# design 1

==> design_1/placement_by_type.png <==
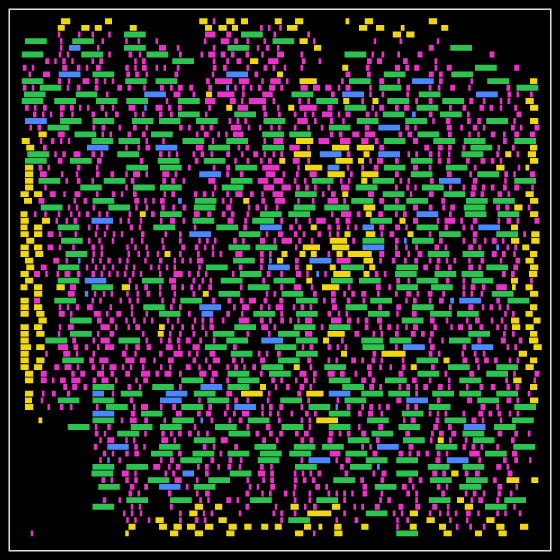

File: config.mk
export PLATFORM = sky130hd
export DESIGN_NAME = fetch_unit
export DESIGN_NICKNAME = d
export VERILOG_FILES = /design/src/rtl/fetch_pkg.sv /design/src/rtl/fetch_queue.sv /design/src/rtl/fetch_unit.sv
export SDC_FILE = /design/constraint.sdc
export NUM_CORES = 1
export LEC_CHECK = 0
export ABC_AREA = 1
export CAP_MARGIN = 20
export CELL_PAD_IN_SITES_DETAIL_PLACEMENT = 2
export CELL_PAD_IN_SITES_GLOBAL_PLACEMENT = 2
export CORE_MARGIN = 3
export CORE_UTILIZATION = 34
export CTS_CLUSTER_SIZE = 10
export DETAILED_ROUTE_END_ITERATION = 7
export HOLD_SLACK_MARGIN = 0.06
export PLACE_DENSITY = 0.76
export REMOVE_ABC_BUFFERS = 1
export SLEW_MARGIN = 20
export SYNTH_ARGS = -nofsm -noshare
export SYNTH_HDL_FRONTEND = slang
export SYNTH_HIERARCHICAL = 1
export SYNTH_SLANG_ARGS = --single-unit
File: constraint.sdc
create_clock -name clk -period 3.4 [get_ports clk]
set_input_delay 1.02 -clock clk [delete_from_list [all_inputs] [get_ports clk]]
set_output_delay 1.02 -clock clk [all_outputs]
set_load 0.01 [all_outputs]
File: src/rtl/fetch_pkg.sv
// Shared constants, queue entry type and width helper for the fetch front-end.
package fetch_pkg;

    localparam int unsigned XLEN_DEF      = 32;
    localparam int unsigned DEPTH_DEF     = 4;
    localparam logic [63:0] RESET_VEC_DEF = 64'h0;
    localparam int unsigned PC_MAX        = 64;

    // pc is sized for the widest supported XLEN; narrower builds use the low bits.
    typedef struct packed {
        logic [PC_MAX-1:0] pc;
        logic [31:0]       inst;
        logic              filled;
    } fetch_entry_t;

    function automatic int unsigned cnt_width(input int unsigned n);
        return $clog2(n + 1);
    endfunction

endpackage

File: src/rtl/fetch_queue.sv
// In-order circular buffer: entries are allocated at the tail when a fetch is
// granted, filled in grant order as responses return, and popped at the head.
module fetch_queue
    import fetch_pkg::*;
#(
    parameter int unsigned XLEN  = XLEN_DEF,
    parameter int unsigned DEPTH = DEPTH_DEF,
    localparam int unsigned CW   = cnt_width(DEPTH),
    localparam int unsigned PW   = $clog2(DEPTH)
) (
    input  logic            clk,
    input  logic            rst,
    input  logic            alloc_i,
    input  logic [XLEN-1:0] alloc_pc_i,
    input  logic            fill_i,
    input  logic [31:0]     fill_data_i,
    input  logic            pop_i,
    input  logic            flush_i,
    output logic [CW-1:0]   count_o,
    output logic            head_valid_o,
    output logic [31:0]     head_inst_o,
    output logic [XLEN-1:0] head_pc_o
);

    fetch_entry_t  ent_q [DEPTH];
    logic [PW-1:0] head_q, tail_q, fill_q;
    logic [CW-1:0] count_q, count_d;
    logic          pop;

    assign head_valid_o = ent_q[head_q].filled;
    assign pop          = pop_i && head_valid_o;
    assign count_o      = count_q;
    assign head_inst_o  = head_valid_o ? ent_q[head_q].inst : 32'h0;
    assign head_pc_o    = head_valid_o ? ent_q[head_q].pc[XLEN-1:0] : '0;

    always_comb begin
        count_d = count_q + CW'(alloc_i) - CW'(pop);
    end

    // Tail, fill and head slots are always distinct when used together, so the
    // three writes below never collide.
    always_ff @(posedge clk or negedge rst) begin
        if (!rst) begin
            head_q  <= '0;
            tail_q  <= '0;
            fill_q  <= '0;
            count_q <= '0;
            for (int i = 0; i < int'(DEPTH); i++) ent_q[i] <= '0;
        end else if (flush_i) begin
            head_q  <= '0;
            tail_q  <= '0;
            fill_q  <= '0;
            count_q <= '0;
            for (int i = 0; i < int'(DEPTH); i++) ent_q[i].filled <= 1'b0;
        end else begin
            if (alloc_i) begin
                ent_q[tail_q].pc     <= PC_MAX'(alloc_pc_i);
                ent_q[tail_q].inst   <= 32'h0;
                ent_q[tail_q].filled <= 1'b0;
                tail_q               <= tail_q + 1'b1;
            end
            if (fill_i) begin
                ent_q[fill_q].inst   <= fill_data_i;
                ent_q[fill_q].filled <= 1'b1;
                fill_q               <= fill_q + 1'b1;
            end
            if (pop) begin
                ent_q[head_q].filled <= 1'b0;
                head_q               <= head_q + 1'b1;
            end
            count_q <= count_d;
        end
    end

endmodule

File: src/rtl/fetch_unit.sv
// Pipelined instruction fetcher: fetch PC, request credits, stale-response
// discard and decoder handshake. FETCH_PERF_EN adds the stall_cycles counter.
module fetch_unit
    import fetch_pkg::*;
#(
    parameter int unsigned     XLEN      = XLEN_DEF,
    parameter int unsigned     DEPTH     = DEPTH_DEF,
    parameter logic [XLEN-1:0] RESET_VEC = RESET_VEC_DEF[XLEN-1:0],
    localparam int unsigned    CW        = cnt_width(DEPTH)
) (
    input  logic            clk,
    input  logic            rst,
    output logic            imem_req,
    output logic [XLEN-1:0] imem_addr,
    input  logic            imem_gnt,
    input  logic            imem_rvalid,
    input  logic [31:0]     imem_rdata,
    input  logic            redirect_valid,
    input  logic [XLEN-1:0] redirect_addr,
    output logic            inst_valid,
    output logic [31:0]     inst,
    output logic [XLEN-1:0] inst_pc,
    input  logic            inst_ready
`ifdef FETCH_PERF_EN
    ,
    output logic [31:0]     stall_cycles
`endif
);

    logic [XLEN-1:0] pc_q, pc_d;
    logic [CW-1:0]   outst_q, outst_d;
    logic [CW-1:0]   disc_q, disc_d;
    logic [CW:0]     disc_sum;
    logic [CW-1:0]   alloc_cnt;
    logic            grant, rsp_any, drop, fill, pop;

    assign imem_req  = rst && !redirect_valid && (alloc_cnt < CW'(DEPTH));
    assign imem_addr = pc_q;
    assign grant     = imem_req && imem_gnt;
    assign rsp_any   = imem_rvalid && ((disc_q != '0) || (outst_q != '0));
    assign drop      = imem_rvalid && (disc_q != '0);
    assign fill      = imem_rvalid && (disc_q == '0) && (outst_q != '0);
    assign pop       = inst_valid && inst_ready;

    always_comb begin
        pc_d     = pc_q;
        outst_d  = outst_q;
        disc_d   = disc_q;
        disc_sum = {1'b0, disc_q} + {1'b0, outst_q} + (CW+1)'(grant) - (CW+1)'(rsp_any);
        if (drop) disc_d = disc_q - 1'b1;
        if (redirect_valid) begin
            pc_d    = {redirect_addr[XLEN-1:2], 2'b00};
            outst_d = '0;
            // Total responses still owed by memory never exceed DEPTH in legal use.
            disc_d  = (disc_sum > (CW+1)'(DEPTH)) ? CW'(DEPTH) : disc_sum[CW-1:0];
        end else begin
            if (grant) pc_d = pc_q + XLEN'(4);
            outst_d = outst_q + CW'(grant) - CW'(fill);
        end
    end

    always_ff @(posedge clk or negedge rst) begin
        if (!rst) begin
            pc_q    <= RESET_VEC;
            outst_q <= '0;
            disc_q  <= '0;
        end else begin
            pc_q    <= pc_d;
            outst_q <= outst_d;
            disc_q  <= disc_d;
        end
    end

    fetch_queue #(
        .XLEN  (XLEN),
        .DEPTH (DEPTH)
    ) u_queue (
        .clk          (clk),
        .rst          (rst),
        .alloc_i      (grant),
        .alloc_pc_i   (pc_q),
        .fill_i       (fill),
        .fill_data_i  (imem_rdata),
        .pop_i        (pop),
        .flush_i      (redirect_valid),
        .count_o      (alloc_cnt),
        .head_valid_o (inst_valid),
        .head_inst_o  (inst),
        .head_pc_o    (inst_pc)
    );

`ifdef FETCH_PERF_EN
    logic [31:0] stall_q;

    always_ff @(posedge clk or negedge rst) begin
        if (!rst) begin
            stall_q <= 32'h0;
        end else if (inst_ready && !inst_valid && (stall_q != 32'hFFFF_FFFF)) begin
            stall_q <= stall_q + 32'h1;
        end
    end

    assign stall_cycles = stall_q;
`endif

endmodule

# design 2

**src/rtl/hms_pkg.sv**
```systemverilog
// Shared types, limits and BCD helpers for the hh:mm:ss time-of-day counter.
package hms_pkg;

   localparam int unsigned DIGIT_W = 4;
   localparam int unsigned PAIR_W  = 2 * DIGIT_W;

   typedef logic [DIGIT_W-1:0] digit_t;

   typedef struct packed {
      digit_t tens;
      digit_t units;
   } pair_t;

   typedef struct packed {
      pair_t hh;
      pair_t mm;
      pair_t ss;
   } hms_t;

   typedef enum logic {
      IDLE  = 1'b0,
      CHECK = 1'b1
   } state_t;

   localparam pair_t SEC_MAX = 8'h59;
   localparam pair_t MIN_MAX = 8'h59;
   localparam pair_t HR_MAX  = 8'h23;

   localparam digit_t DIGIT_MAX = 4'd9;

   // Next value of a two-digit BCD counter that wraps to 00 after max.
   function automatic pair_t bcd_next(input pair_t v, input pair_t max);
      pair_t r;
      if (v == max) begin
         r = '0;
      end else if (v.units == DIGIT_MAX) begin
         r.tens  = v.tens + DIGIT_W'(1);
         r.units = '0;
      end else begin
         r.tens  = v.tens;
         r.units = v.units + DIGIT_W'(1);
      end
      return r;
   endfunction

   // Both nibbles are decimal digits and the pair does not exceed max.
   // Packed BCD orders like binary once each nibble is known to be <= 9.
   function automatic logic bcd_in_range(input pair_t v, input pair_t max);
      return (v.tens <= DIGIT_MAX) && (v.units <= DIGIT_MAX) &&
             (PAIR_W'(v) <= PAIR_W'(max));
   endfunction

endpackage

```
**src/rtl/bcd_mod_counter.sv**
```systemverilog
// Two-digit packed-BCD counter wrapping at MAX, with synchronous load.
module bcd_mod_counter
   import hms_pkg::*;
#(
   parameter pair_t MAX = SEC_MAX
) (
   input  logic  clk,
   input  logic  rst_n,
   input  logic  inc,
   input  logic  load,
   input  pair_t load_val,
   output pair_t val,
   output logic  carry_c
);

   // Carry is combinational so a whole cascade rolls over on one edge.
   always_comb begin
      carry_c = inc && !load && (val == MAX);
   end

   always_ff @(posedge clk or negedge rst_n) begin
      if (!rst_n) begin
         val <= '0;
      end else if (load) begin
         val <= load_val;
      end else if (inc) begin
         val <= bcd_next(val, MAX);
      end
   end

endmodule

```
**src/rtl/hms_time_counter.sv**
```systemverilog
// 24-hour BCD time-of-day: 1 Hz prescaler, cascaded ss/mm/hh counters and a
// validated load handshake (IDLE accepts, CHECK validates for one cycle).
module hms_time_counter
   import hms_pkg::*;
#(
   parameter int unsigned CLK_HZ     = 1000,
   parameter int unsigned PRESCALE_W = 10
) (
   input  logic       clk,
   input  logic       rst_n,
   input  logic       en,
   input  logic       load_valid,
   input  logic [7:0] load_hh,
   input  logic [7:0] load_mm,
   input  logic [7:0] load_ss,
   output logic       load_ready,
   output logic       load_err,
   output logic [7:0] hh,
   output logic [7:0] mm,
   output logic [7:0] ss,
   output logic       sec_tick
);

   localparam int unsigned TERM_I = CLK_HZ - 1;
   localparam logic [PRESCALE_W-1:0] TERM = PRESCALE_W'(TERM_I);

   state_t                state;
   logic [PRESCALE_W-1:0] pres;
   hms_t                  lat;

   logic  accept_c;
   logic  tick_c;
   logic  inc_c;
   logic  load_ok_c;
   logic  apply_c;
   logic  ss_carry_c;
   logic  mm_carry_c;
   logic  hh_carry_c;
   pair_t ss_val;
   pair_t mm_val;
   pair_t hh_val;

   // An accepted load discards a coincident tick.
   always_comb begin
      accept_c  = (state == IDLE) && load_valid && load_ready;
      tick_c    = (state == IDLE) && en && (pres == TERM);
      inc_c     = tick_c && !accept_c;
      load_ok_c = bcd_in_range(lat.hh, HR_MAX) &&
                  bcd_in_range(lat.mm, MIN_MAX) &&
                  bcd_in_range(lat.ss, SEC_MAX);
      apply_c   = (state == CHECK) && load_ok_c;
   end

   always_ff @(posedge clk or negedge rst_n) begin
      if (!rst_n) begin
         state      <= IDLE;
         pres       <= '0;
         lat        <= '0;
         load_ready <= 1'b1;
         load_err   <= 1'b0;
         sec_tick   <= 1'b0;
      end else begin
         load_err <= 1'b0;
         sec_tick <= 1'b0;
         case (state)
            IDLE: begin
               if (en) begin
                  pres <= tick_c ? '0 : pres + PRESCALE_W'(1);
               end
               sec_tick <= inc_c;
               if (accept_c) begin
                  lat.hh     <= pair_t'(load_hh);
                  lat.mm     <= pair_t'(load_mm);
                  lat.ss     <= pair_t'(load_ss);
                  state      <= CHECK;
                  load_ready <= 1'b0;
               end
            end
            CHECK: begin
               // Valid load restarts the second; a rejected one keeps the phase.
               state      <= IDLE;
               load_ready <= 1'b1;
               if (load_ok_c) begin
                  pres <= '0;
               end else begin
                  load_err <= 1'b1;
               end
            end
            default: begin
               state      <= IDLE;
               load_ready <= 1'b1;
            end
         endcase
      end
   end

   bcd_mod_counter #(.MAX(SEC_MAX)) u_ss (
      .clk      (clk),
      .rst_n    (rst_n),
      .inc      (inc_c),
      .load     (apply_c),
      .load_val (lat.ss),
      .val      (ss_val),
      .carry_c  (ss_carry_c)
   );

   bcd_mod_counter #(.MAX(MIN_MAX)) u_mm (
      .clk      (clk),
      .rst_n    (rst_n),
      .inc      (ss_carry_c),
      .load     (apply_c),
      .load_val (lat.mm),
      .val      (mm_val),
      .carry_c  (mm_carry_c)
   );

   // Hour carry marks the midnight rollover; nothing downstream needs it.
   bcd_mod_counter #(.MAX(HR_MAX)) u_hh (
      .clk      (clk),
      .rst_n    (rst_n),
      .inc      (mm_carry_c),
      .load     (apply_c),
      .load_val (lat.hh),
      .val      (hh_val),
      .carry_c  (hh_carry_c)
   );

   always_comb begin
      hh = hh_val;
      mm = mm_val;
      ss = ss_val;
   end

   logic unused_c;
   assign unused_c = hh_carry_c;

endmodule

```
**config.mk**
```make
export PLATFORM = sky130hd
export DESIGN_NAME = hms_time_counter
export DESIGN_NICKNAME = d
export VERILOG_FILES = /design/src/rtl/hms_pkg.sv /design/src/rtl/bcd_mod_counter.sv /design/src/rtl/hms_time_counter.sv
export SDC_FILE = /design/constraint.sdc
export NUM_CORES = 1
export LEC_CHECK = 0
export CORE_MARGIN = 4
export CORE_UTILIZATION = 40
export CTS_CLUSTER_SIZE = 25
export DETAILED_ROUTE_END_ITERATION = 16
export DONT_BUFFER_PORTS = 1
export MAX_ROUTING_LAYER = met4
export PLACE_DENSITY_LB_ADDON = 0.2
export SKIP_LAST_GASP = 1
export SLEW_MARGIN = 10
export SYNTH_ARGS = -nofsm -noshare
export SYNTH_HDL_FRONTEND = slang
export SYNTH_SLANG_ARGS = --single-unit
```
**constraint.sdc**
```tcl
create_clock -name clk -period 4.2 [get_ports clk]
set_input_delay 0.84 -clock clk [delete_from_list [all_inputs] [get_ports clk]]
set_output_delay 0.84 -clock clk [all_outputs]
set_load 0.02 [all_outputs]
```
# design 3

[src/rtl/stack_xfer_if.sv]
//------------------------------------------------------------------------------
// Module      : stack_xfer_if
// Description : Request, status and data-memory bundle for stack_xfer_ctrl.
//               STACK_GUARD_EN adds the stack_err status line.
// Revision    : 1.0  initial release
//------------------------------------------------------------------------------
`default_nettype none

interface stack_xfer_if #(
  parameter int ADDR_W = 12
);
  logic              start;
  logic [1:0]        op;
  logic [31:0]       pc_in;
  logic [2:0]        flags_in;
  logic [15:0]       mem_rdata;
  logic [ADDR_W-1:0] mem_addr;
  logic [15:0]       mem_wdata;
  logic              mem_we;
  logic              mem_re;
  logic [1:0]        beat;
  logic              stall;
  logic              busy;
  logic              done;
  logic [31:0]       pc_out;
  logic [2:0]        flags_out;
  logic              flags_load;
  logic [ADDR_W-1:0] sp_out;
`ifdef STACK_GUARD_EN
  logic              stack_err;
`endif

  // master: decode/control plus memory side; slave: the sequencer
  modport master (
    output start, op, pc_in, flags_in, mem_rdata,
    input  mem_addr, mem_wdata, mem_we, mem_re, beat, stall, busy, done,
           pc_out, flags_out, flags_load, sp_out
`ifdef STACK_GUARD_EN
    , input stack_err
`endif
  );

  modport slave (
    input  start, op, pc_in, flags_in, mem_rdata,
    output mem_addr, mem_wdata, mem_we, mem_re, beat, stall, busy, done,
           pc_out, flags_out, flags_load, sp_out
`ifdef STACK_GUARD_EN
    , output stack_err
`endif
  );
endinterface

`default_nettype wire

[src/rtl/stack_xfer_ctrl.sv]
//------------------------------------------------------------------------------
// Module      : stack_xfer_ctrl
// Description : Multi-beat 16-bit stack sequencer for CALL/RET/RTI/INT.
//               Optional macro STACK_GUARD_EN enables overflow/underflow abort.
// Revision    : 1.0  initial release
//------------------------------------------------------------------------------
`default_nettype none

module stack_xfer_ctrl #(
  parameter int                ADDR_W   = 12,
  parameter logic [ADDR_W-1:0] SP_RESET = 12'hFFF,
  parameter logic [ADDR_W-1:0] SP_LIMIT = 12'h800
) (
  input  wire logic     clk,
  input  wire logic     rst,
  stack_xfer_if.slave   bus
);

  typedef enum logic [1:0] {
    ST_IDLE = 2'd0,
    ST_XFER = 2'd1,
    ST_DONE = 2'd2
  } state_t;

  localparam logic [1:0]        c_op_call = 2'b00;
  localparam logic [1:0]        c_op_rti  = 2'b10;
  localparam logic [1:0]        c_op_int  = 2'b11;
  localparam logic [ADDR_W-1:0] c_sp_one  = {{(ADDR_W-1){1'b0}}, 1'b1};
  localparam logic [ADDR_W:0]   c_ext_one = {{ADDR_W{1'b0}}, 1'b1};
`ifdef STACK_GUARD_EN
  localparam bit                c_guard   = 1'b1;
`else
  localparam bit                c_guard   = 1'b0;
`endif

  state_t            r_state, w_next;
  logic [ADDR_W-1:0] r_sp;
  logic [1:0]        r_op;
  logic [1:0]        r_cnt;
  logic [31:0]       r_pc;
  logic [2:0]        r_flags;
  logic [15:0]       r_pc_lo;
  logic [2:0]        r_flags_pop;
  logic [31:0]       r_pc_out;
  logic [2:0]        r_flags_out;
  logic              r_err;

  logic              w_accept, w_req_push, w_push, w_abort;
  logic [1:0]        w_req_n;
  logic [ADDR_W:0]   w_sp_ext, w_n_ext;
  logic [ADDR_W-1:0] w_mem_addr;
  logic [15:0]       w_mem_wdata;
  logic              w_mem_we, w_mem_re;

  // CALL(00) and INT(11) push; RET(01) and RTI(10) pop
  assign w_accept   = (r_state == ST_IDLE) && bus.start;
  assign w_req_push = ~(bus.op[1] ^ bus.op[0]);
  assign w_req_n    = bus.op[1] ? 2'd3 : 2'd2;
  assign w_push     = ~(r_op[1] ^ r_op[0]);

  // Bounds are checked one bit wider so neither side can wrap:
  // sp-(N-1) < LIMIT  <=>  sp+1 < LIMIT+N
  assign w_sp_ext = {1'b0, r_sp};
  assign w_n_ext  = {{(ADDR_W-1){1'b0}}, w_req_n};
  assign w_abort  = c_guard &&
                    (w_req_push ? ((w_sp_ext + c_ext_one) < ({1'b0, SP_LIMIT} + w_n_ext))
                                : ((w_sp_ext + w_n_ext) > {1'b0, SP_RESET}));

  always_comb begin
    w_next = r_state;
    case (r_state)
      ST_IDLE: if (w_accept) w_next = w_abort ? ST_DONE : ST_XFER;
      ST_XFER: if (r_cnt == 2'd1) w_next = ST_DONE;
      ST_DONE: w_next = ST_IDLE;
      default: w_next = ST_IDLE;
    endcase
  end

  // Strobes are masked by rst so a reset edge never commits a beat
  always_comb begin
    w_mem_addr  = '0;
    w_mem_wdata = '0;
    w_mem_we    = 1'b0;
    w_mem_re    = 1'b0;
    if (r_state == ST_XFER) begin
      if (w_push) begin
        w_mem_addr = r_sp;
        w_mem_we   = ~rst;
        case (r_cnt)
          2'd3:    w_mem_wdata = r_pc[31:16];
          2'd2:    w_mem_wdata = (r_op == c_op_int) ? r_pc[15:0] : r_pc[31:16];
          2'd1:    w_mem_wdata = (r_op == c_op_int) ? {13'b0, r_flags} : r_pc[15:0];
          default: w_mem_wdata = '0;
        endcase
      end else begin
        w_mem_addr = r_sp + c_sp_one;
        w_mem_re   = ~rst;
      end
    end
  end

  always_ff @(posedge clk) begin
    if (rst) begin
      r_state     <= ST_IDLE;
      r_sp        <= SP_RESET;
      r_op        <= c_op_call;
      r_cnt       <= 2'd0;
      r_pc        <= '0;
      r_flags     <= '0;
      r_pc_lo     <= '0;
      r_flags_pop <= '0;
      r_pc_out    <= '0;
      r_flags_out <= '0;
      r_err       <= 1'b0;
    end else begin
      r_state <= w_next;
      if (w_accept) begin
        r_op    <= bus.op;
        r_pc    <= bus.pc_in;
        r_flags <= bus.flags_in;
        r_cnt   <= w_abort ? 2'd0 : w_req_n;
        r_err   <= w_abort;
      end
      if (r_state == ST_XFER) begin
        r_cnt <= r_cnt - 2'd1;
        if (w_push) begin
          r_sp <= r_sp - c_sp_one;
        end else begin
          r_sp <= r_sp + c_sp_one;
          case (r_cnt)
            2'd3: r_flags_pop <= bus.mem_rdata[2:0];
            2'd2: r_pc_lo     <= bus.mem_rdata;
            2'd1: begin
              r_pc_out <= {bus.mem_rdata, r_pc_lo};
              if (r_op == c_op_rti) r_flags_out <= r_flags_pop;
            end
            default: ;
          endcase
        end
      end
      if (r_state == ST_DONE) r_err <= 1'b0;
    end
  end

  assign bus.mem_addr   = w_mem_addr;
  assign bus.mem_wdata  = w_mem_wdata;
  assign bus.mem_we     = w_mem_we;
  assign bus.mem_re     = w_mem_re;
  assign bus.beat       = (r_state == ST_XFER) ? r_cnt : 2'd0;
  assign bus.busy       = (r_state == ST_XFER);
  assign bus.done       = (r_state == ST_DONE);
  assign bus.stall      = (r_state == ST_XFER) || w_accept || (r_state == ST_DONE);
  assign bus.flags_load = (r_state == ST_DONE) && (r_op == c_op_rti) && !r_err;
  assign bus.pc_out     = r_pc_out;
  assign bus.flags_out  = r_flags_out;
  assign bus.sp_out     = r_sp;
`ifdef STACK_GUARD_EN
  assign bus.stack_err  = (r_state == ST_DONE) && r_err;
`endif

endmodule

`default_nettype wire

[src/flat_wrapper.sv]
// flat-port wrapper written by rule: the top's interface ports become plain ports
module stack_xfer_ctrl_flat 
#(
  parameter int                ADDR_W   = 12,
  parameter logic [ADDR_W-1:0] SP_RESET = 12'hFFF,
  parameter logic [ADDR_W-1:0] SP_LIMIT = 12'h800
)
  (clk, rst, bus_start, bus_op, bus_pc_in, bus_flags_in, bus_mem_rdata, bus_mem_addr, bus_mem_wdata, bus_mem_we, bus_mem_re, bus_beat, bus_stall, bus_busy, bus_done, bus_pc_out, bus_flags_out, bus_flags_load, bus_sp_out);
  stack_xfer_if #(.ADDR_W(ADDR_W)) bus_i ();
  input  wire logic clk;
  input  wire logic rst;
  input wire logic [$bits(bus_i.start)-1:0] bus_start;
  input wire logic [$bits(bus_i.op)-1:0] bus_op;
  input wire logic [$bits(bus_i.pc_in)-1:0] bus_pc_in;
  input wire logic [$bits(bus_i.flags_in)-1:0] bus_flags_in;
  input wire logic [$bits(bus_i.mem_rdata)-1:0] bus_mem_rdata;
  output wire logic [$bits(bus_i.mem_addr)-1:0] bus_mem_addr;
  output wire logic [$bits(bus_i.mem_wdata)-1:0] bus_mem_wdata;
  output wire logic [$bits(bus_i.mem_we)-1:0] bus_mem_we;
  output wire logic [$bits(bus_i.mem_re)-1:0] bus_mem_re;
  output wire logic [$bits(bus_i.beat)-1:0] bus_beat;
  output wire logic [$bits(bus_i.stall)-1:0] bus_stall;
  output wire logic [$bits(bus_i.busy)-1:0] bus_busy;
  output wire logic [$bits(bus_i.done)-1:0] bus_done;
  output wire logic [$bits(bus_i.pc_out)-1:0] bus_pc_out;
  output wire logic [$bits(bus_i.flags_out)-1:0] bus_flags_out;
  output wire logic [$bits(bus_i.flags_load)-1:0] bus_flags_load;
  output wire logic [$bits(bus_i.sp_out)-1:0] bus_sp_out;
  assign bus_i.start = bus_start;
  assign bus_i.op = bus_op;
  assign bus_i.pc_in = bus_pc_in;
  assign bus_i.flags_in = bus_flags_in;
  assign bus_i.mem_rdata = bus_mem_rdata;
  assign bus_mem_addr = bus_i.mem_addr;
  assign bus_mem_wdata = bus_i.mem_wdata;
  assign bus_mem_we = bus_i.mem_we;
  assign bus_mem_re = bus_i.mem_re;
  assign bus_beat = bus_i.beat;
  assign bus_stall = bus_i.stall;
  assign bus_busy = bus_i.busy;
  assign bus_done = bus_i.done;
  assign bus_pc_out = bus_i.pc_out;
  assign bus_flags_out = bus_i.flags_out;
  assign bus_flags_load = bus_i.flags_load;
  assign bus_sp_out = bus_i.sp_out;
  stack_xfer_ctrl #(.ADDR_W(ADDR_W), .SP_RESET(SP_RESET), .SP_LIMIT(SP_LIMIT)) u_core (.clk(clk), .rst(rst), .bus(bus_i));
endmodule
[config.mk]
export PLATFORM = sky130hd
export DESIGN_NAME = stack_xfer_ctrl_flat
export DESIGN_NICKNAME = d
export VERILOG_FILES = /design/src/rtl/stack_xfer_if.sv /design/src/rtl/stack_xfer_ctrl.sv /design/src/flat_wrapper.sv
export SDC_FILE = /design/constraint.sdc
export NUM_CORES = 1
export LEC_CHECK = 0
export CORE_UTILIZATION = 30
export CTS_CLUSTER_SIZE = 40
export DETAILED_ROUTE_END_ITERATION = 10
export HOLD_SLACK_MARGIN = 0.05
export MAX_ROUTING_LAYER = met4
export SLEW_MARGIN = 20
export SYNTH_ARGS = -nofsm -noshare
export SYNTH_HDL_FRONTEND = slang
export SYNTH_SLANG_ARGS = --single-unit
[constraint.sdc]
create_clock -name clk -period 5.21 [get_ports clk]
set_input_delay 1.563 -clock clk [delete_from_list [all_inputs] [get_ports clk]]
set_output_delay 1.563 -clock clk [all_outputs]
set_load 0.03 [all_outputs]
# design 4

--- config.mk ---
export PLATFORM = sky130hd
export DESIGN_NAME = dram_ring_read_ctrl
export DESIGN_NICKNAME = d
export VERILOG_FILES = /design/src/rtl/dram_ring_read_ctrl.sv
export SDC_FILE = /design/constraint.sdc
export NUM_CORES = 1
export LEC_CHECK = 0
export ABC_CLOCK_PERIOD_IN_PS = 3100
export CORE_UTILIZATION = 31
export DETAILED_ROUTE_END_ITERATION = 6
export GPL_TIMING_DRIVEN = 0
export PLACE_DENSITY = 0.7
export SLEW_MARGIN = 20
export SYNTH_ARGS = -nofsm -noshare
export SYNTH_HDL_FRONTEND = slang
export SYNTH_SLANG_ARGS = --single-unit
--- constraint.sdc ---
create_clock -name clk -period 3.1 [get_ports clk]
set_input_delay 0.465 -clock clk [delete_from_list [all_inputs] [get_ports clk]]
set_output_delay 0.465 -clock clk [all_outputs]
set_load 0.01 [all_outputs]
--- src/rtl/dram_ring_read_ctrl.sv ---
// ---------------------------------------------------------------------------
// dram_ring_read_ctrl
//
// Read-side controller for the DRAM ring buffer. After en is seen and a
// start-up hold-off of STARTUP_CYCLES has elapsed, it reads words at rd_ptr
// until rd_ptr catches up with the writer's wr_ptr. Each word is forwarded to
// the BRAM readout stage. It honours BRAM back-pressure, re-issues DRAM reads
// that time out, and wraps rd_ptr at RING_DEPTH.
//
// Ports:
//   clk        in   system clock, rising edge
//   rst        in   synchronous active-high reset
//   en         in   start/continue reading (level)
//   wr_ptr     in   writer's next-write word address
//   rd_req     out  one-cycle DRAM read request pulse
//   rd_addr    out  DRAM word address (valid with rd_req, equals rd_ptr)
//   rd_val     in   DRAM read data valid strobe
//   rd_data    in   DRAM read data
//   bram_full  in   BRAM stage cannot accept a word
//   bram_we    out  BRAM write strobe, one cycle per word
//   bram_data  out  word for BRAM, valid with bram_we
//   rd_ptr     out  current read pointer
//   state      out  FSM state code (debug)
//   err_cnt    out  saturating DRAM read timeout count
//
// Build option:
//   RD_TIMEOUT_CNT_EN  when defined, err_cnt counts WAIT_VAL timeouts and
//                      saturates at 16'hFFFF; otherwise err_cnt is tied to 0.
// ---------------------------------------------------------------------------
module dram_ring_read_ctrl #(
  parameter int ADDR_W         = 24,
  parameter int DATA_W         = 32,
  parameter int RING_DEPTH     = 2**24,
  parameter int STARTUP_CYCLES = 129,
  parameter int TIMEOUT_CYCLES = 32
) (
  input  logic              clk,
  input  logic              rst,
  input  logic              en,
  input  logic [ADDR_W-1:0] wr_ptr,
  output logic              rd_req,
  output logic [ADDR_W-1:0] rd_addr,
  input  logic              rd_val,
  input  logic [DATA_W-1:0] rd_data,
  input  logic              bram_full,
  output logic              bram_we,
  output logic [DATA_W-1:0] bram_data,
  output logic [ADDR_W-1:0] rd_ptr,
  output logic [3:0]        state,
  output logic [15:0]       err_cnt
);

  typedef enum logic [3:0] {
    ST_IDLE     = 4'd0,
    ST_WAIT_EN  = 4'd1,
    ST_STARTUP  = 4'd2,
    ST_CHECK    = 4'd3,
    ST_REQ      = 4'd4,
    ST_WAIT_VAL = 4'd5,
    ST_WRITE    = 4'd6
  } state_e;

  // One shared cycle counter serves both the start-up hold-off and the
  // read timeout, so it is sized for the larger of the two.
  localparam int CNT_MAX = (STARTUP_CYCLES > TIMEOUT_CYCLES) ? STARTUP_CYCLES : TIMEOUT_CYCLES;
  localparam int CNT_W   = $clog2(CNT_MAX + 1);

  localparam logic [CNT_W-1:0]  STARTUP_LAST = CNT_W'(STARTUP_CYCLES - 1);
  localparam logic [CNT_W-1:0]  TIMEOUT_LAST = CNT_W'(TIMEOUT_CYCLES - 1);
  localparam logic [ADDR_W-1:0] PTR_LAST     = ADDR_W'(RING_DEPTH - 1);

  state_e            state_q,     state_d;
  logic [CNT_W-1:0]  cnt_q,       cnt_d;
  logic [ADDR_W-1:0] rd_ptr_q,    rd_ptr_d;
  logic [DATA_W-1:0] bram_data_q, bram_data_d;
  logic              rd_req_q,    rd_req_d;

  // Next-state, counter, pointer and capture logic of the read FSM.
  always_comb begin
    state_d     = state_q;
    cnt_d       = cnt_q;
    rd_ptr_d    = rd_ptr_q;
    bram_data_d = bram_data_q;
    case (state_q)
      ST_IDLE: begin
        state_d = ST_WAIT_EN;
      end
      ST_WAIT_EN: begin
        if (en) begin
          state_d = ST_STARTUP;
          cnt_d   = '0;
        end else begin
          state_d = ST_WAIT_EN;
        end
      end
      ST_STARTUP: begin
        // en is deliberately not looked at during the hold-off.
        if (cnt_q == STARTUP_LAST) begin
          state_d = ST_CHECK;
        end else begin
          cnt_d = cnt_q + CNT_W'(1'b1);
        end
      end
      ST_CHECK: begin
        // Dropping en keeps rd_ptr so reading resumes where it stopped.
        if (!en) begin
          state_d = ST_WAIT_EN;
        end else if (rd_ptr_q == wr_ptr) begin
          state_d = ST_CHECK;
        end else begin
          state_d = ST_REQ;
        end
      end
      ST_REQ: begin
        state_d = ST_WAIT_VAL;
        cnt_d   = '0;
      end
      ST_WAIT_VAL: begin
        // Data arriving on the timeout cycle still counts as success.
        if (rd_val) begin
          bram_data_d = rd_data;
          state_d     = ST_WRITE;
        end else if (cnt_q == TIMEOUT_LAST) begin
          state_d = ST_REQ;
        end else begin
          cnt_d = cnt_q + CNT_W'(1'b1);
        end
      end
      ST_WRITE: begin
        if (bram_full) begin
          state_d = ST_WRITE;
        end else begin
          if (rd_ptr_q == PTR_LAST) begin
            rd_ptr_d = '0;
          end else begin
            rd_ptr_d = rd_ptr_q + ADDR_W'(1'b1);
          end
          state_d = ST_CHECK;
        end
      end
      default: begin
        state_d = ST_IDLE;
      end
    endcase
  end

  // Request strobe is registered: it is high exactly while the FSM sits in REQ.
  always_comb begin
    rd_req_d = 1'b0;
    if (state_d == ST_REQ) begin
      rd_req_d = 1'b1;
    end else begin
      rd_req_d = 1'b0;
    end
  end

  // FSM, counter, pointer, data and request registers.
  always_ff @(posedge clk) begin
    if (rst) begin
      state_q     <= ST_IDLE;
      cnt_q       <= '0;
      rd_ptr_q    <= '0;
      bram_data_q <= '0;
      rd_req_q    <= 1'b0;
    end else begin
      state_q     <= state_d;
      cnt_q       <= cnt_d;
      rd_ptr_q    <= rd_ptr_d;
      bram_data_q <= bram_data_d;
      rd_req_q    <= rd_req_d;
    end
  end

`ifdef RD_TIMEOUT_CNT_EN
  logic [15:0] err_cnt_q, err_cnt_d;
  logic        timeout_s;

  // A timeout is a WAIT_VAL cycle at the limit with no data returned.
  assign timeout_s = (state_q == ST_WAIT_VAL) && !rd_val && (cnt_q == TIMEOUT_LAST);

  // Saturating timeout counter.
  always_comb begin
    err_cnt_d = err_cnt_q;
    if (timeout_s && (err_cnt_q != 16'hFFFF)) begin
      err_cnt_d = err_cnt_q + 16'd1;
    end else begin
      err_cnt_d = err_cnt_q;
    end
  end

  // Timeout counter register, cleared only by reset.
  always_ff @(posedge clk) begin
    if (rst) begin
      err_cnt_q <= 16'd0;
    end else begin
      err_cnt_q <= err_cnt_d;
    end
  end

  assign err_cnt = err_cnt_q;
`else
  assign err_cnt = 16'd0;
`endif

  // Strobes are masked by rst so nothing leaves the block while reset is
  // held, even in the cycle before the reset edge. bram_we must follow
  // bram_full in the same cycle, so it is decoded from the WRITE state.
  assign rd_req    = rd_req_q && !rst;
  assign bram_we   = (state_q == ST_WRITE) && !bram_full && !rst;
  assign rd_addr   = rd_ptr_q;
  assign rd_ptr    = rd_ptr_q;
  assign bram_data = bram_data_q;
  assign state     = state_q;

endmodule

==> design_2/congestion.png <==
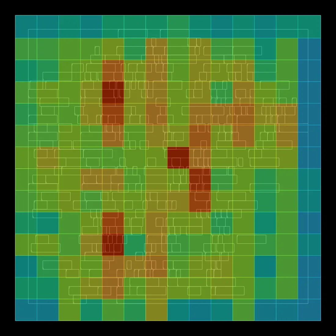
mean routed wirelength per cell: 17.2 um
gr usage total: 15.9%
Final Core Density: 45.7%

==> results.py, design 2 <==
# Flow results
metrics = {
    "status": {
        "run_status": "finished, final reports clean",
    },
    "worst_setup_path": {
        "r2r-end": "u_hh.val[7]",
        "path_depth": 6,
        "worstPathMaxFanout": 8,
        "r2r_start": "u_mm.val[0]",
        "cpLargestDelayFamily": "simple AND/OR/NAND/NOR gates",
        "crit_end": "u_hh.val[7]",
        "required_ps": 4400,
    },
    "route": {
        "final_antenna_net_count": 0,
        "drt_wl_total_um": 7120,
        "drt-initial-drc-count": 103,
        "wl_met1_um": 3510,
    },
    "die": {
        "floorplan.rows": 32,
        "die_area_um2": 9400,
        "ioPinCount": 55,
    },
    "final_timing": {
        "worst_slew_pin_slew_ps": 799,
        "timing.hold.ws_ps": 193,
        "slew_headroom_pct": 46.7,
        "layout_min_cycle_time_ps": 2550,
        "fin_ws_ps": 1650,
        "fmax_mhz": 392,
        "setup_violations": 0,
        "rsz0062_at_grt": "false",
    },
    "global_route": {
        "top_usage_layer": "met2",
        "grt_overflow_total": 0,
        "grtUsageMet3_pct": 5.26,
        "grt_pass1_wl_um": 11800,
        "met1_usage_pct": 21.2,
        "grt_pass1_vias": 2316,
        "met2_usage_pct": 23.2,
    },
    "layout": {
        "n_fill_cell": 722,
        "largest_cell_class": "sequential cells",
        "bufAreaShareNonClock_pct": 0.425,
        "ff_count": 62,
        "layout.cells.most_common": "dfrtp_1",
        "nNetsFinal": 348,
        "nNonClkInverters": 12,
        "final_cells": 414,
        "mostFrequentLayoutCells": "dfrtp_1, nand2_1, mux2_2",
        "seq_share_pct": 44.0,
        "largest_registers": "lat x24, pres x10",
        "clock_area_share_pct": 7.34,
        "multi_input_comb_cells": 220,
    },
    "synth": {
        "edf_count": 0,
        "synth_cell_types": 47,
        "ys_seq_share_pct": 49.1,
        "yosys.stat.chipArea_um2": 3160,
        "xor_share_pct": 0.277,
        "syn_area_um2": 3160,
        "synthCells": 304,
        "ys_ff": 62,
        "area_leaders": "dfrtp_1, mux2_2, ha_1, nand2_1, a31oi_1",
    },
    "pwr": {
        "switching_share_pct": 20.6,
        "p_switching_mw": 0.285,
        "clkPwrFrac_pct": 48.8,
        "vdd_drop_max_mv": 0.163,
        "seq-power_mw": 0.649,
        "pg_comb_mw": 0.0576,
        "p_int_mw": 1.10,
    },
    "placed_design": {
        "io_buffers": 0,
        "hpwl_um": 5010,
        "placed_cell_area_um2": 3270,
        "pre_cts_slack_ps": 1630,
    },
    "cts": {
        "cts-resized-gates": 0,
        "post_cts_buffers": 0,
        "holdBufCountCts": 0,
        "clk_pin_slew_ps": 70,
        "cts_buffers": 9,
    },
    "job": {
        "drv_cap": 0,
    },
}
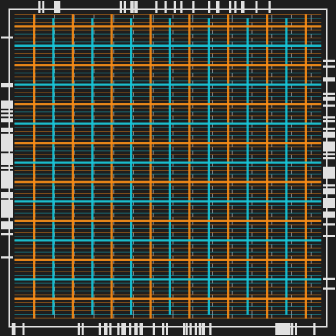
(design_1/power_grid.png)
Pins as bars on the die edge. Tap cells in grey.
[orange] VSS
[cyan] VDD
met4 straps: 15
tap cells: 600

Notes on design_1/placement_by_type.png above:
[yellow] remaining buffers and delay cells | cells: 229
[blue] clock drivers and dummy loads | cells: 62
[green] sequential cells | cells: 305
[magenta] combinational and other logic | cells: 1479

==> results.py, design 1 <==
# Flow results
metrics = {
    "synth": {
        "top_area_share_pct": 48.6,
        "aoi_share_pct": 20.3,
        "edf_count": 0,
        "synthTopLogicFamily": "AND-OR/OR-AND gates",
        "async_reset_ff_share_pct": 100,
        "simple_gate_share_pct": 15.9,
    },
    "worst_setup_path": {
        "r2r_start": "u_queue/head_q[0]",
        "cp_num_buf_inv": 6,
        "cp-startpoint": "u_queue/head_q[0]",
        "cpLargestDelayFamily": "buffers and inverters",
    },
    "final_timing": {
        "slew_headroom_pct": 32.6,
    },
    "worst_hold_path": {
        "hold_class": "flip-flop to flip-flop",
    },
    "cts": {
        "holdBufCountCts": 0,
        "cts_tree": "yes",
    },
    "status": {
        "run_status": "finished, final reports clean",
    },
    "placed_design": {
        "dp.cells": 2589,
        "io_buffers": 163,
    },
}
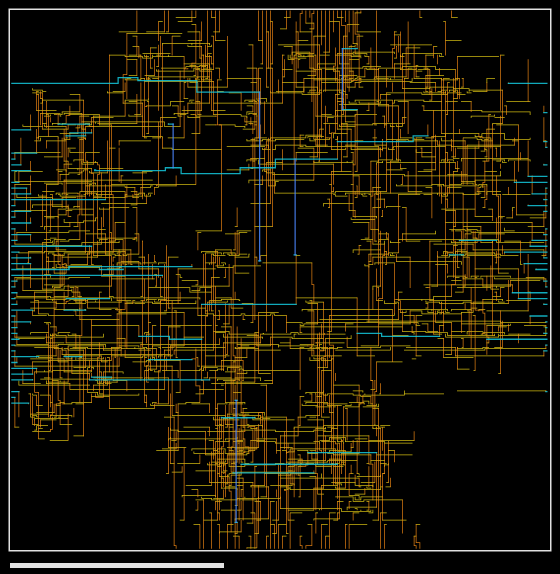
(design_3/wires.png)
The bar under the picture is 50 um long.
[cyan] metal 3 | wire length: 693 um
[blue] metal 4 | wire length: 115 um
[orange] metal 2 | wire length: 6090 um
[yellow] metal 1 | wire length: 5820 um

==> results.py, design 3 <==
# Flow results
metrics = {
    "cts": {
        "cts_tree": "yes",
    },
    "status": {
        "run_status": "finished, final reports clean",
    },
    "worst_setup_path": {
        "reg2reg_slack_ps": 3050,
        "cpLargestDelayFamily": "buffers and inverters",
        "reg2regPathDepth": 8,
        "max_stage_delay_ps": 700,
    },
    "synth": {
        "synthTopLogicFamily": "simple AND/OR/NAND/NOR gates",
        "yosys.stat.chipArea_um2": 4640,
        "postSynthAreaPerCell_um2": 7.66,
        "aoi_share_pct": 15.5,
        "async_reset_ff_share_pct": 0,
        "synth_adder_area_share_pct": 2.70,
        "syn-num-nets": 671,
    },
    "global_route": {
        "antenna_found_initial": 0,
        "met1_usage_pct": 20.4,
    },
    "layout": {
        "mostFrequentLayoutCells": "nand2_1, clkdlybuf4s50_1, dfxtp_1",
    },
    "final_timing": {
        "skew_ps": 7.83,
        "timing.hold.ws_ps": 453,
    },
    "pwr": {
        "clkPwrFrac_pct": 39.4,
        "p_clk_mw": 0.794,
        "p_switching_mw": 0.536,
        "power_top_consumer": "registers",
    },
    "job": {
        "drv_cap": 0,
    },
    "worst_hold_path": {
        "whs_endpoint": "u_core.bus.pc_out[8]",
    },
    "die": {
        "dieHeight_um": 126,
    },
    "route": {
        "wl_met1_um": 5820,
    },
}
==> design_4/wires.png <==
The bar under the picture is 20 um long.
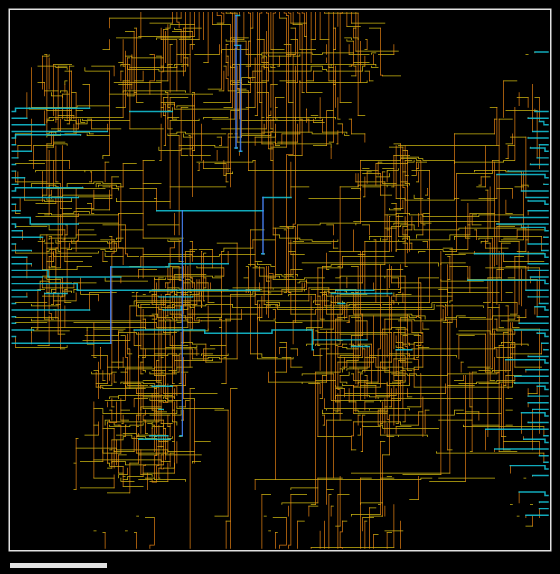
[cyan] metal 3 | wire length: 744 um
[blue] metal 4 | wire length: 122 um
[yellow] metal 1 | wire length: 4560 um
[orange] metal 2 | wire length: 5150 um

==> design_4/congestion.png <==
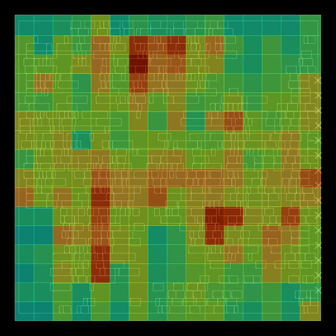
Final Core Density: 50.0%
met3 usage: 4.81%

==> results.py, design 4 <==
# Flow results
metrics = {
    "status": {
        "run_status": "finished with violations",
        "violations": "DRC",
    },
    "pwr": {
        "fin_total_pwr_mw": 2.33,
        "comb_power_share_pct": 7.4,
        "p_leak_nw": 2.07,
        "p_switching_mw": 0.462,
        "power_density_nw_per_um2": 405,
        "p_seq_share_pct": 38.2,
    },
    "global_route": {
        "grt_max_degree": 14,
        "grt_overflow_total": 0,
        "grt_pass1_vias": 3585,
        "antenna_found_initial": 0,
    },
    "placed_design": {
        "hpwl_um": 8180,
        "dp.cells": 754,
        "io_buffers": 146,
    },
    "layout": {
        "comb-cell-share_pct": 33.0,
        "bufAreaShareNonClock_pct": 32.9,
        "ff_count": 69,
        "seq_area_um2": 1380,
        "largest_reg_flops": 32,
        "final_cells": 770,
    },
    "final_timing": {
        "layout_min_cycle_time_ps": 2870,
        "final_max_slew_viol_count": 0,
        "setup_tns_ps": 0,
        "worst_slew_pin_slew_ps": 684,
        "fin_ws_ps": 227,
    },
    "cts": {
        "holdBufCountCts": 0,
    },
    "synth": {
        "ys_seq_share_pct": 37.5,
        "synthCells": 449,
        "area_leaders": "dfxtp_1, buf_4, nand2_1, xnor2_1, a21oi_1",
        "syn_area_um2": 3680,
        "yosys.stat.chipArea_um2": 3680,
        "common_cells": "nand2_1, dfxtp_1, a21oi_1",
        "ys_warn_count": 0,
        "simple_gate_share_pct": 26.8,
        "top_area_share_pct": 37.5,
    },
    "worst_setup_path": {
        "r2r-end": "rd_req_q",
        "worst_setup_path_end_kind": "output port",
        "cpLargestDelayFamily": "buffers and inverters",
        "critical_path_arrival_ps": 2410,
        "path_cells": "clkdlybuf4s50_1 -> buf_2 -> clkbuf_1 -> nor2b_1 -> clkdlybuf4s50_1",
        "required_ps": 2630,
        "crit_end": "rd_req",
        "cp-startpoint": "rst",
    },
    "die": {
        "taps": 143,
        "die-width_um": 111,
        "dieHeight_um": 111,
        "ioPinCount": 163,
        "core_area_um2": 11500,
    },
    "route": {
        "drc_errors": 30,
        "routedWlPerCell_um": 13.7,
        "viasPerCell": 4.81,
        "wl_met2_um": 5150,
        "drt-initial-drc-count": 190,
    },
    "job": {
        "drv_cap": 0,
    },
    "worst_hold_path": {
        "whs_endpoint": "bram_data[12]",
    },
}


==> screenshots <==
Clock distribution.
shot_01.png
The bar under the picture is 20 um long.
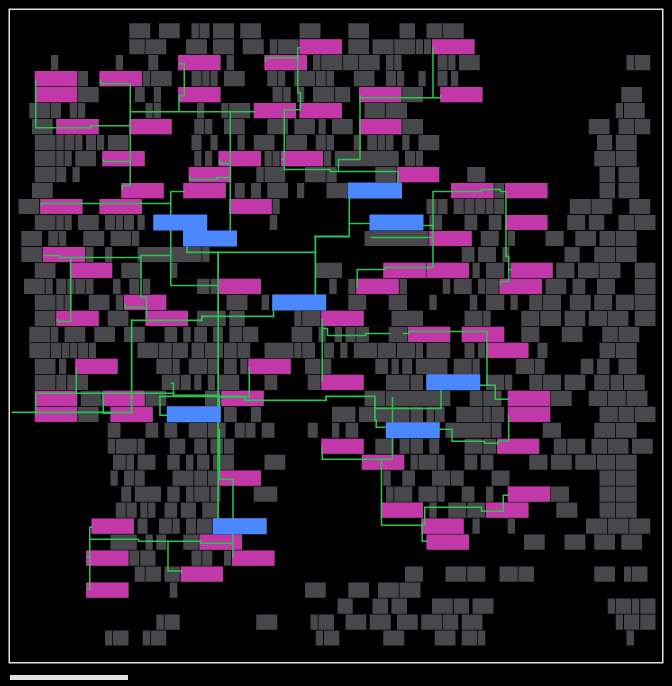
shot_02.png
The bar under the picture is 50 um long.
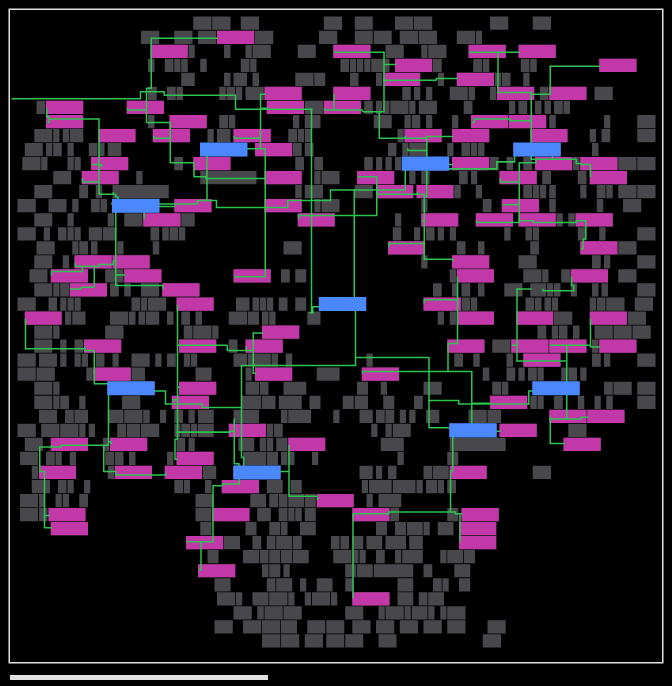
shot_03.png
The bar under the picture is 20 um long.
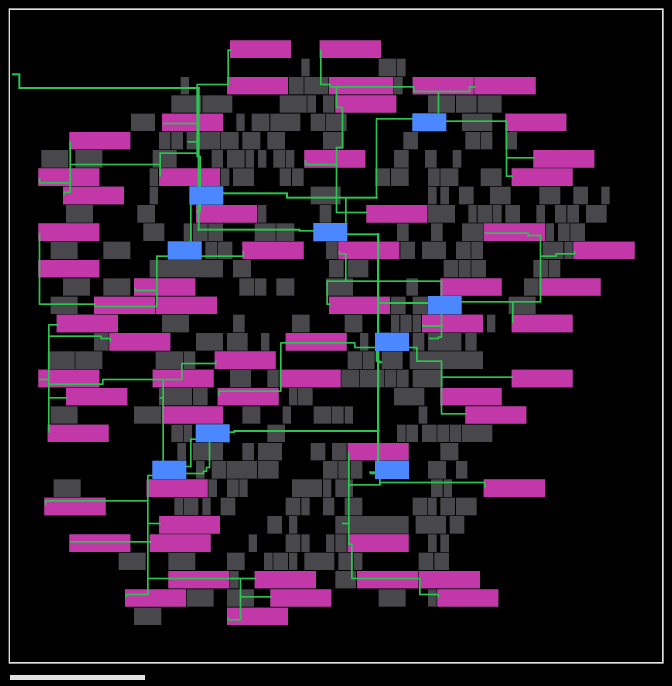
shot_04.png
The bar under the picture is 50 um long.
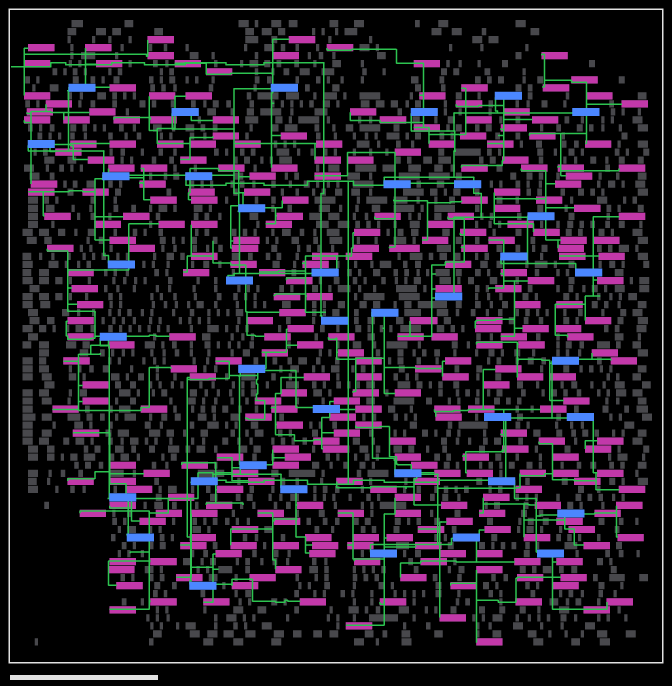
- largest die: shot_04.png
- most sequential cells: shot_04.png
Design 1 is shot_04.png.
Design 4 is shot_01.png.
Design 2 is shot_03.png.
Design 3 is shot_02.png.


## Gallery

Floorplan with the power grid.
Pins as bars on the die edge. Tap cells in grey.
image #1
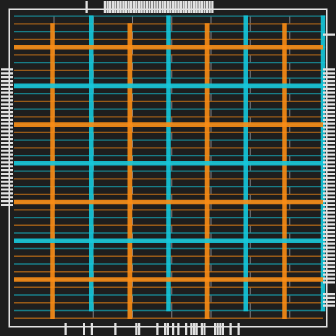
image #2
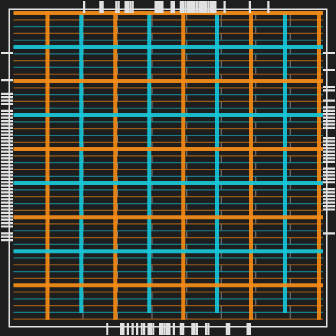
image #3
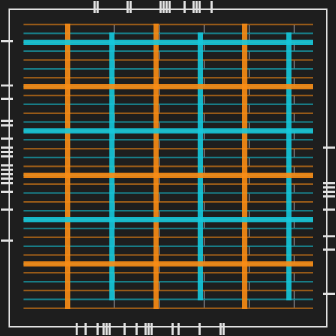
design 2 -> image #3
design 3 -> image #2
design 4 -> image #1
The one with the most pins is image #1.
The one with the fewest pins is image #3.

Key to image #2:
[orange] VSS
[cyan] VDD
met4 straps: 9
rows: 45

Power figures rest on the tool's default switching activity, not on a simulated workload.
